=== block 1 ===
`src/rtl/spi_slave_wishbone_master_if.sv`:
```
// Wishbone classic bus bundle between the SPI-driven bridge (master side)
// and the local register space (slave side).
interface spi_slave_wishbone_master_if #(
    parameter int ADDR_W = 7
);
    logic              CYC_O;
    logic              STB_O;
    logic              WE_O;
    logic [ADDR_W-1:0] ADR_O;
    logic [7:0]        DAT_O;
    logic [7:0]        DAT_I;
    logic              ACK_I;
    logic              RTY_I;

    modport master (
        output CYC_O, STB_O, WE_O, ADR_O, DAT_O,
        input  DAT_I, ACK_I, RTY_I
    );

    modport slave (
        input  CYC_O, STB_O, WE_O, ADR_O, DAT_O,
        output DAT_I, ACK_I, RTY_I
    );
endinterface

```
`src/rtl/spi_slave_wishbone_master.sv`:
```
// SPI mode-0 peripheral that turns {rw, addr} command frames from a remote SPI
// master into Wishbone cycles, with read prefetch, retry/timeout and sticky status.
module spi_slave_wishbone_master #(
    parameter int ADDR_W    = 7,
    parameter int TIMEOUT   = 255,
    parameter int MAX_RETRY = 3
) (
    input  logic                               CLK_I,
    input  logic                               reset,
    input  logic                               sck,
    input  logic                               cs_n,
    input  logic                               mosi,
    output logic                               miso,
    output logic                               miso_oe,
    spi_slave_wishbone_master_if.master        wb,
    output logic [2:0]                         status
);

    localparam int TMR_W = (TIMEOUT > 0) ? $clog2(TIMEOUT + 1) : 1;
    localparam int RTY_W = (MAX_RETRY > 0) ? $clog2(MAX_RETRY + 1) : 1;
    localparam logic [TMR_W-1:0]  TIMEOUT_C   = TMR_W'(TIMEOUT);
    localparam logic [TMR_W-1:0]  TMR_ONE     = TMR_W'(1);
    localparam logic [RTY_W-1:0]  MAX_RETRY_C = RTY_W'(MAX_RETRY);
    localparam logic [RTY_W-1:0]  RTY_ONE     = RTY_W'(1);
    localparam logic [ADDR_W-1:0] ADDR_ONE    = ADDR_W'(1);

    typedef enum logic [0:0] {
        FR_CMD  = 1'b0,
        FR_DATA = 1'b1
    } frame_t;

    typedef enum logic [1:0] {
        WB_IDLE      = 2'd0,
        WB_ACCESS    = 2'd1,
        WB_RETRY_GAP = 2'd2
    } wb_state_t;

    // Pin synchronisers and edge-detect stages
    logic sck_meta_r, sck_sync_r, sck_d_r;
    logic cs_meta_r, cs_sync_r, cs_d_r;
    logic mosi_meta_r, mosi_sync_r;

    // Framer state
    frame_t            frame_r;
    logic [2:0]        bit_cnt_r;
    logic [6:0]        rx_shift_r;
    logic [7:0]        tx_shift_r;
    logic              cmd_rw_r;
    logic [ADDR_W-1:0] addr_ptr_r;
    logic              rd_wait_r;
    logic              miso_r;
    logic              miso_oe_r;

    // Wishbone master state
    wb_state_t         wb_state_r;
    logic              cyc_r, stb_r, we_r;
    logic [ADDR_W-1:0] adr_r;
    logic [7:0]        dat_r;
    logic [TMR_W-1:0]  timer_r;
    logic [RTY_W-1:0]  retry_r;

    logic [2:0]        status_r;

    // Decoded events
    logic              sck_rise_s, sck_fall_s, cs_fall_s, cs_rise_s, sel_s;
    logic              byte_done_s;
    logic [7:0]        rx_byte_s;
    logic [7:0]        status_byte_s;
    logic              req_s, req_we_s;
    logic [ADDR_W-1:0] req_adr_s;
    logic [7:0]        req_dat_s;
    logic              req_accept_s, req_drop_s;
    logic              rd_ack_s;
    logic              first_fall_s;
    logic              late_fall_s;
    logic              timeout_set_s;
    logic [2:0]        set_vec_s;

    assign sck_rise_s    = sck_sync_r & ~sck_d_r;
    assign sck_fall_s    = ~sck_sync_r & sck_d_r;
    assign cs_fall_s     = ~cs_sync_r & cs_d_r;
    assign cs_rise_s     = cs_sync_r & ~cs_d_r;
    assign sel_s         = ~cs_sync_r;
    assign rx_byte_s     = {rx_shift_r, mosi_sync_r};
    assign byte_done_s   = sck_rise_s & sel_s & ~cs_fall_s & (bit_cnt_r == 3'd7);
    assign status_byte_s = {5'b00000, status_r};

    assign req_accept_s  = req_s & (wb_state_r == WB_IDLE);
    assign req_drop_s    = req_s & (wb_state_r != WB_IDLE);
    assign rd_ack_s      = (wb_state_r == WB_ACCESS) & wb.ACK_I & ~we_r;

    // First sck fall of a byte is where a prefetched read byte must be ready
    assign first_fall_s  = sel_s & ~cs_fall_s & sck_fall_s & (bit_cnt_r == 3'd0);
    assign late_fall_s   = first_fall_s & rd_wait_r & ~rd_ack_s;

    assign set_vec_s     = {req_drop_s & req_we_s,
                            timeout_set_s,
                            late_fall_s | (req_drop_s & ~req_we_s)};

    // Two-flop synchronisers, plus a third flop on sck and cs_n for edges
    always_ff @(posedge CLK_I) begin
        if (reset) begin
            sck_meta_r  <= 1'b0;
            sck_sync_r  <= 1'b0;
            sck_d_r     <= 1'b0;
            cs_meta_r   <= 1'b1;
            cs_sync_r   <= 1'b1;
            cs_d_r      <= 1'b1;
            mosi_meta_r <= 1'b0;
            mosi_sync_r <= 1'b0;
        end else begin
            sck_meta_r  <= sck;
            sck_sync_r  <= sck_meta_r;
            sck_d_r     <= sck_sync_r;
            cs_meta_r   <= cs_n;
            cs_sync_r   <= cs_meta_r;
            cs_d_r      <= cs_sync_r;
            mosi_meta_r <= mosi;
            mosi_sync_r <= mosi_meta_r;
        end
    end

    // Request decode: what Wishbone access (if any) a completed byte asks for
    always_comb begin
        req_s     = 1'b0;
        req_we_s  = 1'b0;
        req_adr_s = '0;
        req_dat_s = 8'h00;
        if (byte_done_s) begin
            if (frame_r == FR_CMD) begin
                req_s     = rx_byte_s[7];
                req_adr_s = ADDR_W'(rx_byte_s[6:0]);
            end else if (cmd_rw_r) begin
                req_s     = 1'b1;
                req_adr_s = addr_ptr_r + ADDR_ONE;
            end else begin
                req_s     = 1'b1;
                req_we_s  = 1'b1;
                req_adr_s = addr_ptr_r;
                req_dat_s = rx_byte_s;
            end
        end else begin
            req_s = 1'b0;
        end
    end

    // Framer: bit counting, command decode, address pointer and MISO shifter
    always_ff @(posedge CLK_I) begin
        if (reset) begin
            frame_r    <= FR_CMD;
            bit_cnt_r  <= 3'd0;
            rx_shift_r <= 7'h00;
            tx_shift_r <= 8'h00;
            cmd_rw_r   <= 1'b0;
            addr_ptr_r <= '0;
            rd_wait_r  <= 1'b0;
            miso_r     <= 1'b0;
            miso_oe_r  <= 1'b0;
        end else if (cs_fall_s) begin
            // Bit 7 of the status byte goes straight to miso, so preload the rest
            frame_r    <= FR_CMD;
            bit_cnt_r  <= 3'd0;
            tx_shift_r <= {status_byte_s[6:0], 1'b0};
            miso_r     <= status_byte_s[7];
            miso_oe_r  <= 1'b1;
            rd_wait_r  <= 1'b0;
        end else if (cs_rise_s) begin
            frame_r    <= FR_CMD;
            bit_cnt_r  <= 3'd0;
            miso_oe_r  <= 1'b0;
            rd_wait_r  <= 1'b0;
        end else begin
            if (sel_s && sck_rise_s) begin
                rx_shift_r <= rx_byte_s[6:0];
                bit_cnt_r  <= bit_cnt_r + 3'd1;
            end
            if (byte_done_s) begin
                if (frame_r == FR_CMD) begin
                    cmd_rw_r   <= rx_byte_s[7];
                    addr_ptr_r <= ADDR_W'(rx_byte_s[6:0]);
                    frame_r    <= FR_DATA;
                end else begin
                    addr_ptr_r <= addr_ptr_r + ADDR_ONE;
                end
            end
            if (first_fall_s && rd_wait_r) begin
                if (rd_ack_s) begin
                    miso_r     <= wb.DAT_I[7];
                    tx_shift_r <= {wb.DAT_I[6:0], 1'b0};
                end else begin
                    miso_r     <= 1'b0;
                    tx_shift_r <= 8'h00;
                end
                rd_wait_r <= 1'b0;
            end else if (sel_s && sck_fall_s) begin
                miso_r     <= tx_shift_r[7];
                tx_shift_r <= {tx_shift_r[6:0], 1'b0};
            end else if (rd_ack_s && rd_wait_r) begin
                tx_shift_r <= wb.DAT_I;
                rd_wait_r  <= 1'b0;
            end else if (req_drop_s && !req_we_s) begin
                tx_shift_r <= 8'h00;
            end
            if (req_accept_s && !req_we_s) begin
                rd_wait_r <= 1'b1;
            end
        end
    end

    // Abandon condition: retries exhausted or no response within TIMEOUT
    always_comb begin
        timeout_set_s = 1'b0;
        if (wb_state_r == WB_ACCESS && !wb.ACK_I) begin
            if (wb.RTY_I) begin
                timeout_set_s = (retry_r >= MAX_RETRY_C);
            end else begin
                timeout_set_s = (timer_r == TIMEOUT_C);
            end
        end else begin
            timeout_set_s = 1'b0;
        end
    end

    // Wishbone master: one outstanding cycle with bounded retry and timeout
    always_ff @(posedge CLK_I) begin
        if (reset) begin
            wb_state_r <= WB_IDLE;
            cyc_r      <= 1'b0;
            stb_r      <= 1'b0;
            we_r       <= 1'b0;
            adr_r      <= '0;
            dat_r      <= 8'h00;
            timer_r    <= '0;
            retry_r    <= '0;
        end else begin
            case (wb_state_r)
                WB_IDLE: begin
                    if (req_s) begin
                        cyc_r      <= 1'b1;
                        stb_r      <= 1'b1;
                        we_r       <= req_we_s;
                        adr_r      <= req_adr_s;
                        dat_r      <= req_dat_s;
                        timer_r    <= '0;
                        retry_r    <= '0;
                        wb_state_r <= WB_ACCESS;
                    end
                end
                WB_ACCESS: begin
                    if (wb.ACK_I) begin
                        cyc_r      <= 1'b0;
                        stb_r      <= 1'b0;
                        wb_state_r <= WB_IDLE;
                    end else if (wb.RTY_I) begin
                        cyc_r <= 1'b0;
                        stb_r <= 1'b0;
                        if (retry_r < MAX_RETRY_C) begin
                            retry_r    <= retry_r + RTY_ONE;
                            wb_state_r <= WB_RETRY_GAP;
                        end else begin
                            wb_state_r <= WB_IDLE;
                        end
                    end else if (timer_r == TIMEOUT_C) begin
                        cyc_r      <= 1'b0;
                        stb_r      <= 1'b0;
                        wb_state_r <= WB_IDLE;
                    end else begin
                        timer_r <= timer_r + TMR_ONE;
                    end
                end
                WB_RETRY_GAP: begin
                    cyc_r      <= 1'b1;
                    stb_r      <= 1'b1;
                    timer_r    <= '0;
                    wb_state_r <= WB_ACCESS;
                end
                default: begin
                    cyc_r      <= 1'b0;
                    stb_r      <= 1'b0;
                    wb_state_r <= WB_IDLE;
                end
            endcase
        end
    end

    // Sticky status; a set in the clearing cycle survives the clear
    always_ff @(posedge CLK_I) begin
        if (reset) begin
            status_r <= 3'b000;
        end else if (cs_fall_s) begin
            status_r <= set_vec_s;
        end else begin
            status_r <= status_r | set_vec_s;
        end
    end

    assign miso     = miso_r;
    assign miso_oe  = miso_oe_r;
    assign status   = status_r;
    assign wb.CYC_O = cyc_r;
    assign wb.STB_O = stb_r;
    assign wb.WE_O  = we_r;
    assign wb.ADR_O = adr_r;
    assign wb.DAT_O = dat_r;

endmodule

```
`src/flat_wrapper.sv`:
```
// flat-port wrapper written by rule: the top's interface ports become plain ports
module spi_slave_wishbone_master_flat 
#(
    parameter int ADDR_W    = 7,
    parameter int TIMEOUT   = 255,
    parameter int MAX_RETRY = 3
)
  (CLK_I, reset, sck, cs_n, mosi, miso, miso_oe, status, wb_CYC_O, wb_STB_O, wb_WE_O, wb_ADR_O, wb_DAT_O, wb_DAT_I, wb_ACK_I, wb_RTY_I);
  spi_slave_wishbone_master_if #(.ADDR_W(ADDR_W)) wb_i ();
  input  logic CLK_I;
  input  logic reset;
  input  logic sck;
  input  logic cs_n;
  input  logic mosi;
  output logic miso;
  output logic miso_oe;
  output logic [2:0] status;
  output wire logic [$bits(wb_i.CYC_O)-1:0] wb_CYC_O;
  output wire logic [$bits(wb_i.STB_O)-1:0] wb_STB_O;
  output wire logic [$bits(wb_i.WE_O)-1:0] wb_WE_O;
  output wire logic [$bits(wb_i.ADR_O)-1:0] wb_ADR_O;
  output wire logic [$bits(wb_i.DAT_O)-1:0] wb_DAT_O;
  input wire logic [$bits(wb_i.DAT_I)-1:0] wb_DAT_I;
  input wire logic [$bits(wb_i.ACK_I)-1:0] wb_ACK_I;
  input wire logic [$bits(wb_i.RTY_I)-1:0] wb_RTY_I;
  assign wb_CYC_O = wb_i.CYC_O;
  assign wb_STB_O = wb_i.STB_O;
  assign wb_WE_O = wb_i.WE_O;
  assign wb_ADR_O = wb_i.ADR_O;
  assign wb_DAT_O = wb_i.DAT_O;
  assign wb_i.DAT_I = wb_DAT_I;
  assign wb_i.ACK_I = wb_ACK_I;
  assign wb_i.RTY_I = wb_RTY_I;
  spi_slave_wishbone_master #(.ADDR_W(ADDR_W), .TIMEOUT(TIMEOUT), .MAX_RETRY(MAX_RETRY)) u_core (.CLK_I(CLK_I), .reset(reset), .sck(sck), .cs_n(cs_n), .mosi(mosi), .miso(miso), .miso_oe(miso_oe), .wb(wb_i), .status(status));
endmodule
```
`config.mk`:
```
export PLATFORM = sky130hd
export DESIGN_NAME = spi_slave_wishbone_master_flat
export DESIGN_NICKNAME = d
export VERILOG_FILES = /design/src/rtl/spi_slave_wishbone_master_if.sv /design/src/rtl/spi_slave_wishbone_master.sv /design/src/flat_wrapper.sv
export SDC_FILE = /design/constraint.sdc
export NUM_CORES = 1
export LEC_CHECK = 0
export CORE_MARGIN = 4
export CORE_UTILIZATION = 25
export DETAILED_ROUTE_END_ITERATION = 12
export DONT_BUFFER_PORTS = 1
export GPL_TIMING_DRIVEN = 0
export PLACE_DENSITY_LB_ADDON = 0.3
export SLEW_MARGIN = 20
export SYNTH_ARGS = -nofsm -noshare
export SYNTH_HDL_FRONTEND = slang
export SYNTH_SLANG_ARGS = --single-unit
```
`constraint.sdc`:
```
create_clock -name CLK_I -period 5.9 [get_ports CLK_I]
set_clock_uncertainty 0.2 [all_clocks]
set_input_delay 1.18 -clock CLK_I [delete_from_list [all_inputs] [get_ports CLK_I]]
set_output_delay 1.18 -clock CLK_I [all_outputs]
set_load 0.03 [all_outputs]
```
=== block 2 ===
### src/rtl/cordic_pkg.sv
// Shared constants and types for the cosine CORDIC back end.
package cordic_pkg;

  localparam int FP_BIAS    = 127;
  localparam int FIXED_FRAC = 31;
  localparam int FP_MANT_W  = 23;
  localparam int FP_EXP_W   = 8;

  typedef struct packed {
    logic                 sign;
    logic [FP_EXP_W-1:0]  expo;
    logic [FP_MANT_W-1:0] mant;
  } fp32_t;

  localparam fp32_t FP_ZERO = '0;

endpackage

### src/rtl/cordic_result_fifo_lzc32.sv
// lzc32: combinational leading-one position encoder for a 32-bit word.
// Built as a two-level tree of 4-bit priority encoders.
module lzc32 (
  input  logic [31:0] data,
  output logic [4:0]  pos,
  output logic        zero
);

  // {any-bit-set, position of highest set bit}
  function automatic logic [2:0] enc4(input logic [3:0] v);
    casez (v)
      4'b1???: enc4 = 3'b111;
      4'b01??: enc4 = 3'b110;
      4'b001?: enc4 = 3'b101;
      4'b0001: enc4 = 3'b100;
      default: enc4 = 3'b000;
    endcase
  endfunction

  logic [7:0]      nib_v;
  logic [7:0][1:0] nib_p;
  logic [1:0]      grp_v;
  logic [1:0][1:0] grp_p;
  logic [2:0]      nib_sel;

  generate
    for (genvar i = 0; i < 8; i++) begin : g_nib
      assign {nib_v[i], nib_p[i]} = enc4(data[4*i +: 4]);
    end
    for (genvar g = 0; g < 2; g++) begin : g_grp
      assign {grp_v[g], grp_p[g]} = enc4(nib_v[4*g +: 4]);
    end
  endgenerate

  // Upper group wins whenever it holds any set bit.
  assign nib_sel = {grp_v[1], grp_p[grp_v[1]]};
  assign pos     = {nib_sel, nib_p[nib_sel]};
  assign zero    = ~(grp_v[1] | grp_v[0]);

endmodule

### src/rtl/cordic_result_fifo.sv
// cordic_result_fifo: signed Q0.31 -> IEEE-754 single, two-stage convert,
// credit-throttled FWFT result FIFO.
// Build option: CORDIC_FTOF_ROUND_EN selects round-to-nearest-even instead
// of truncation in the pack stage. FIXED_W is expected to be 32.
module cordic_result_fifo
  import cordic_pkg::*;
#(
  parameter int DEPTH   = 4,
  parameter int FIXED_W = 32
) (
  input  logic                   clock,
  input  logic                   aclr,
  input  logic                   clk_en,
  input  logic                   in_valid,
  output logic                   in_ready,
  input  logic [FIXED_W-1:0]     in_fixed,
  output logic                   out_valid,
  input  logic                   out_ready,
  output logic [31:0]            out_float,
  output logic [$clog2(DEPTH):0] occupancy
);

  localparam int              PW      = $clog2(DEPTH);
  localparam int              OW      = PW + 1;
  localparam logic [OW-1:0]   DEPTH_C = OW'(DEPTH);
  localparam logic [7:0]      EXP_OFS = 8'(FP_BIAS - FIXED_FRAC);

  logic          accept, wr_en, pop;
  logic [31:0]   mag_c;
  logic [4:0]    pos_c;
  logic          zero_c;

  logic          s1_vld_q, s1_sign_q, s1_zero_q;
  logic [31:0]   s1_mag_q;
  logic [4:0]    s1_pos_q;

  logic [7:0]    expo_c;
  logic [22:0]   mant_c;
  fp32_t         pk_d;
`ifdef CORDIC_FTOF_ROUND_EN
  logic [30:0]   norm_c;
  logic          rnd_c, carry_c;
`endif

  fp32_t         mem_q [DEPTH];
  logic [PW-1:0] wr_ptr_q, rd_ptr_q;
  logic [OW-1:0] cnt_q, cnt_d, occ_q, occ_d;

  // Credit comes from registered occupancy only; out_ready never feeds it.
  assign in_ready  = occ_q < DEPTH_C;
  assign accept    = in_valid & in_ready & clk_en;
  assign wr_en     = s1_vld_q & clk_en;
  assign out_valid = cnt_q != '0;
  assign pop       = out_valid & out_ready;
  assign out_float = out_valid ? mem_q[rd_ptr_q] : FP_ZERO;
  assign occupancy = occ_q;

  // 0x80000000 negates to itself, which read unsigned is exactly 2^31.
  assign mag_c = in_fixed[FIXED_W-1] ? (~in_fixed + 32'd1) : in_fixed;

  lzc32 u_lzc (
    .data (mag_c),
    .pos  (pos_c),
    .zero (zero_c)
  );

  // S1: capture sign, magnitude and leading-one position; frozen when clk_en low.
  always_ff @(posedge clock or negedge aclr) begin
    if (!aclr) begin
      s1_vld_q  <= 1'b0;
      s1_sign_q <= 1'b0;
      s1_zero_q <= 1'b0;
      s1_mag_q  <= '0;
      s1_pos_q  <= '0;
    end else if (clk_en) begin
      s1_vld_q <= accept;
      if (accept) begin
        s1_sign_q <= in_fixed[FIXED_W-1];
        s1_zero_q <= zero_c;
        s1_mag_q  <= mag_c;
        s1_pos_q  <= pos_c;
      end
    end
  end

  // S2: normalise so the leading one drops off, then pack the float.
  always_comb begin
`ifdef CORDIC_FTOF_ROUND_EN
    norm_c           = 31'(s1_mag_q << (5'd31 - s1_pos_q));
    rnd_c            = norm_c[7] & ((|norm_c[6:0]) | norm_c[8]);
    {carry_c, mant_c} = {1'b0, norm_c[30:8]} + 24'(rnd_c);
    expo_c           = EXP_OFS + {3'b000, s1_pos_q} + 8'(carry_c);
`else
    mant_c = 23'((s1_mag_q << (5'd31 - s1_pos_q)) >> 8);
    expo_c = EXP_OFS + {3'b000, s1_pos_q};
`endif
    pk_d = s1_zero_q ? FP_ZERO : {s1_sign_q, expo_c, mant_c};
  end

  // FIFO storage and pointers; pointers wrap naturally modulo DEPTH.
  always_ff @(posedge clock or negedge aclr) begin
    if (!aclr) begin
      for (int i = 0; i < DEPTH; i++) mem_q[i] <= FP_ZERO;
      wr_ptr_q <= '0;
      rd_ptr_q <= '0;
    end else begin
      if (wr_en) begin
        mem_q[wr_ptr_q] <= pk_d;
        wr_ptr_q        <= wr_ptr_q + PW'(1);
      end
      if (pop) rd_ptr_q <= rd_ptr_q + PW'(1);
    end
  end

  // FIFO fill count and credit count (FIFO entries plus the S1 token).
  always_comb begin
    cnt_d = cnt_q;
    occ_d = occ_q;
    case ({wr_en, pop})
      2'b10:   cnt_d = cnt_q + OW'(1);
      2'b01:   cnt_d = cnt_q - OW'(1);
      default: ;
    endcase
    case ({accept, pop})
      2'b10:   occ_d = occ_q + OW'(1);
      2'b01:   occ_d = occ_q - OW'(1);
      default: ;
    endcase
  end

  // Counter registers.
  always_ff @(posedge clock or negedge aclr) begin
    if (!aclr) begin
      cnt_q <= '0;
      occ_q <= '0;
    end else begin
      cnt_q <= cnt_d;
      occ_q <= occ_d;
    end
  end

endmodule
### config.mk
export PLATFORM = sky130hd
export DESIGN_NAME = cordic_result_fifo
export DESIGN_NICKNAME = d
export VERILOG_FILES = /design/src/rtl/cordic_pkg.sv /design/src/rtl/cordic_result_fifo_lzc32.sv /design/src/rtl/cordic_result_fifo.sv
export SDC_FILE = /design/constraint.sdc
export NUM_CORES = 1
export LEC_CHECK = 0
export ABC_AREA = 1
export CAP_MARGIN = 20
export CORE_MARGIN = 4
export CORE_UTILIZATION = 40
export DETAILED_ROUTE_END_ITERATION = 8
export HOLD_SLACK_MARGIN = 0.15
export PLACE_DENSITY = 0.59
export SYNTH_ARGS = -nofsm -noshare
export SYNTH_HDL_FRONTEND = slang
export SYNTH_HIERARCHICAL = 1
export SYNTH_SLANG_ARGS = --single-unit
export TNS_END_PERCENT = 5
### constraint.sdc
create_clock -name clock -period 2.85 [get_ports clock]
set_clock_uncertainty 0.05 [all_clocks]
set_input_delay 0.7125 -clock clock [delete_from_list [all_inputs] [get_ports clock]]
set_output_delay 0.7125 -clock clock [all_outputs]
set_load 0.05 [all_outputs]

==> screenshots <==
Placement density heat map.
shot_01.png
Bar = 50 um. 13 x 13 tiles, from white (low) to dark blue (high), 0 to 100% covered.
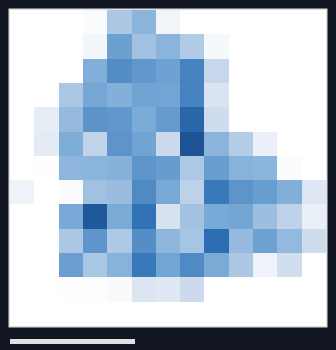
shot_02.png
Bar = 50 um. 17 x 17 tiles, from white (low) to dark blue (high), 0 to 100% covered.
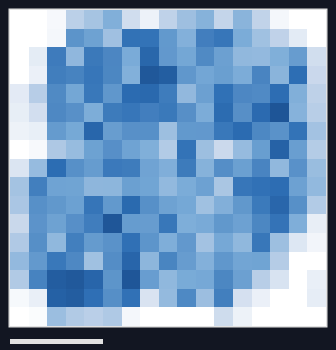
Of these, highest utilization: shot_02.png
shot_02.png comes from block 2.
shot_01.png comes from block 1.

Key to shot_01.png:
tiles over 75% full	2.4%
mean over tiles	24%
densest ninth of the die	centre

==> block_2/power_grid.png <==
Bar = 50 um. Pins as bars on the die edge. Tap cells in grey.
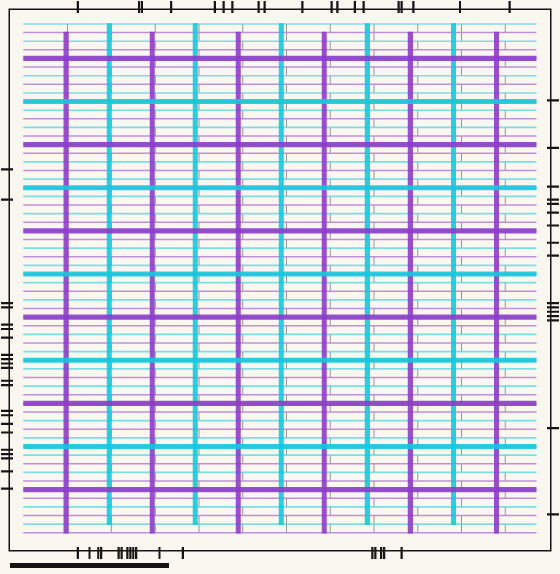
net	colour
VDD	cyan
VSS	purple
met4 straps	11
met5 straps	11

==> results_dict.tcl, block 2 <==
# collected from the flow reports
set metrics [dict create \
    worstSkewPairLatency_ns 0.44 \
    grt_util_all_layers 0.226 \
    path_clk_slew_ns 0.07 \
    cp_max_fo 24 \
    cts-resized-gates 33 \
    design.seq.count 169 \
    netlist_top_cells_count "533 x nand2_1, 209 x nand3_1, 169 x dfrtp_1" \
    setup_slack_ns 0.0364 \
    final_core_util 0.533 \
    largest-register "mem_q" \
    cts_made_buffers 17 \
    ios 74 \
    antenna_violating_nets_post_route 0 \
    drc 0 \
    rsz0062_at_grt "yes" \
    p_clk_frac 0.140 \
    synthArstFlopShare 1.00 \
    fin_area_sq_mm 0.0138 \
    comb_area_frac 0.418 \
    crit_path_start_kind "register" \
    cts_setup_buffers 8 \
    mux_share 0 \
    synth_adder_area_share 0.0121 \
    r2r_slack_ns 0.57 \
    edf_count 0 \
    bufAreaShareNonClock 0.171 \
    setup-tns-final_ns 0 \
    met1_usage 0.314 \
    grtUsageMet2 0.363 \
    sw_frac_of_total 0.496 \
    ys_cells 1546 \
    io_buffers 72 \
    dp_hpwl_mm 23.1 \
    grt_pass1_wl_mm 52.9 \
    synth_top_area_share 0.401 \
    wl_mm 32.0 \
    synthToLayoutAreaGrowth_pct 31.4 \
    fillers 2555 \
    syn_inst 1546 \
    nNonClkBuffers 235 \
    powerComb_uw 10300 \
    power_density_mw_per_mm2 1210 \
    yosys.area_share.aoi 0.108 \
    overflow 0 \
    status "finished clean" \
    drv_cap 0 \
]
[block 2: cells in the final DEF (no fill, tap or decap), types with 5 or more instances in the layout]
cell	Yosys	routed
dfrtp_1	169	167
xnor2_1	8	7
o21ai_0	110	108
nor2_4	3	10
nand4_1	10	10
inv_1	104	95
nand2_2	18	30
xor2_1	13	10
a21oi_2	1	21
nand3_2	6	10
nand3_1	209	205
o21ai_2	4	6
buf_4	8	157
buf_12	0	36
inv_2	10	18
nor2_2	9	20
dlygate4sd2_1	0	5
clkdlybuf4s50_1	0	11
nor2_1	125	107
nand2_4	4	7
nand2_1	533	518
a21oi_1	70	50
clkbuf_16	0	18
ha_1	7	6
o21ai_1	25	25
dlymetal6s2s_1	0	21
inv_8	0	5
[block 2: how the worst max path moves through the flow]
stage | startpoint | endpoint | slack (ns) | depth (start not counted)
floorplan | rd_ptr_q[0] | out_float[29] | 0.03 | 6
global placement | in_fixed[0] | s1_pos_q[1] | -0.59 | 22
detailed placement | in_fixed[0] | s1_pos_q[0] | -0.65 | 21
CTS | in_fixed[3] | s1_pos_q[1] | -0.04 | 23
global route | in_fixed[5] | s1_pos_q[1] | -0.13 | 21
finish | rd_ptr_q[1] | out_float[17] | 0.04 | 6
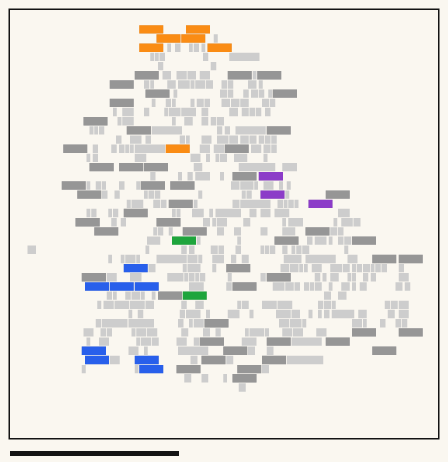
(block_1/flops_by_reg.png)
Bar = 50 um.
signal	colour	flops
u_core.bit_cnt_r	purple	3
u_core.timer_r	blue	8
u_core.retry_r	green	2
u_core.wb.ADR_O	orange	7
not coloured	50

==> results_dict.tcl, block 1 <==
# collected from the flow reports
set metrics [dict create \
    status "finished clean" \
    ys_warn_count 0 \
    syn_inst 412 \
    core-area_sq_mm 0.0138 \
    top_usage_layer "met2" \
    cpMaxStageDelayCell "a21oi_1" \
    yosys.area_share.aoi 0.177 \
    hold_path_depth 1 \
    synthArstFlopShare 0 \
    grt_util_all_layers 0.118 \
    seq_share 0.344 \
    cts_made_buffers 9 \
    synth_cell_type_count 59 \
    synth_area_leader_cell "dfxtp_1" \
    clk_share 0.0795 \
    grtUsageMet3 0.0379 \
    first_pass_iters 4 \
    grt_max_degree 13 \
    edf_count 0 \
    setup_violations 0 \
    hp-class "reg2reg" \
    crit_path_end "u_core.tx_shift_r[5]" \
    crit_path_start_kind "register" \
    cts_root_buf "clkbuf_16" \
    topCombFamilyByArea "simple AND/OR/NAND/NOR gates" \
    synthTopCellsByArea "dfxtp_1 40%, a21oi_1 6.5%, nor2_1 4.8%" \
    cp.arrival_ns 2.60 \
    drive_above_1_share 0.105 \
    fp_util 0.255 \
    synth_area_sq_mm 0.00353 \
    max_stage_delay_ns 0.61 \
    slew_viol_final 0 \
    crit_family "AND-OR/OR-AND gates" \
    finalClockPeriodUsage 0.441 \
]
block 1: sequential cells by signal, indices dropped and copies added, names as in the netlist, 2 cells and up:
name and count:
u_core.wb.ADR_O 7, u_core.timer_r 8, u_core.wb.DAT_O 8, u_core.bit_cnt_r 3, u_core.retry_r 2, u_core.tx_shift_r 8, u_core.wb_state_r 2, u_core.rx_shift_r 7
u_core.addr_ptr_r 7, u_core.status 3
block 1: stage by stage:
stage	cells	util	worst slack, ns	area (sq um)
2_1_floorplan	412	-	3.24	3530
3_3_place_gp	592	0.271	3.04	3750
3_5_place_dp	592	0.271	3.05	3750
4_1_cts	608	0.295	3.33	4080
5_1_grt	608	0.295	3.15	4080
6_report	608	0.295	3.30	4080
block 1: report_power, final:
part	internal (uW)	switching, uW
clock network	380	209
logic	8.48	17.8
registers	476	3.14
block 1: cell families (layout without fill, tap and decap cells):
| group | after synthesis | count (layout) |
|---|---|---|
| xor gates and xnor gates | 13 | 13 |
| adders and majority gates | 10 | 10 |
| buffers and inverters | 32 | 48 |
| DFF | 70 | 70 |
| muxes | 12 | 12 |
| and+or+nand+nor | 176 | 176 |
| AOI/OAI and AO/OA | 99 | 99 |


==> gallery <==
Port wiring.
Bar = 50 um.
image #1
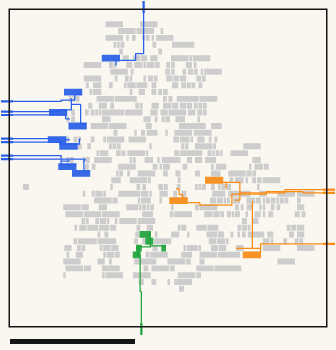
image #2
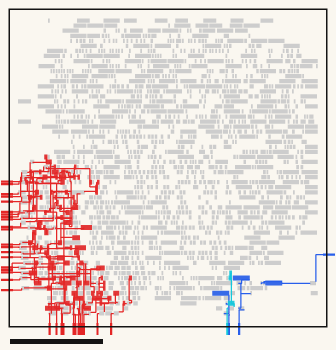
image #2 -> block 2
image #1 -> block 1

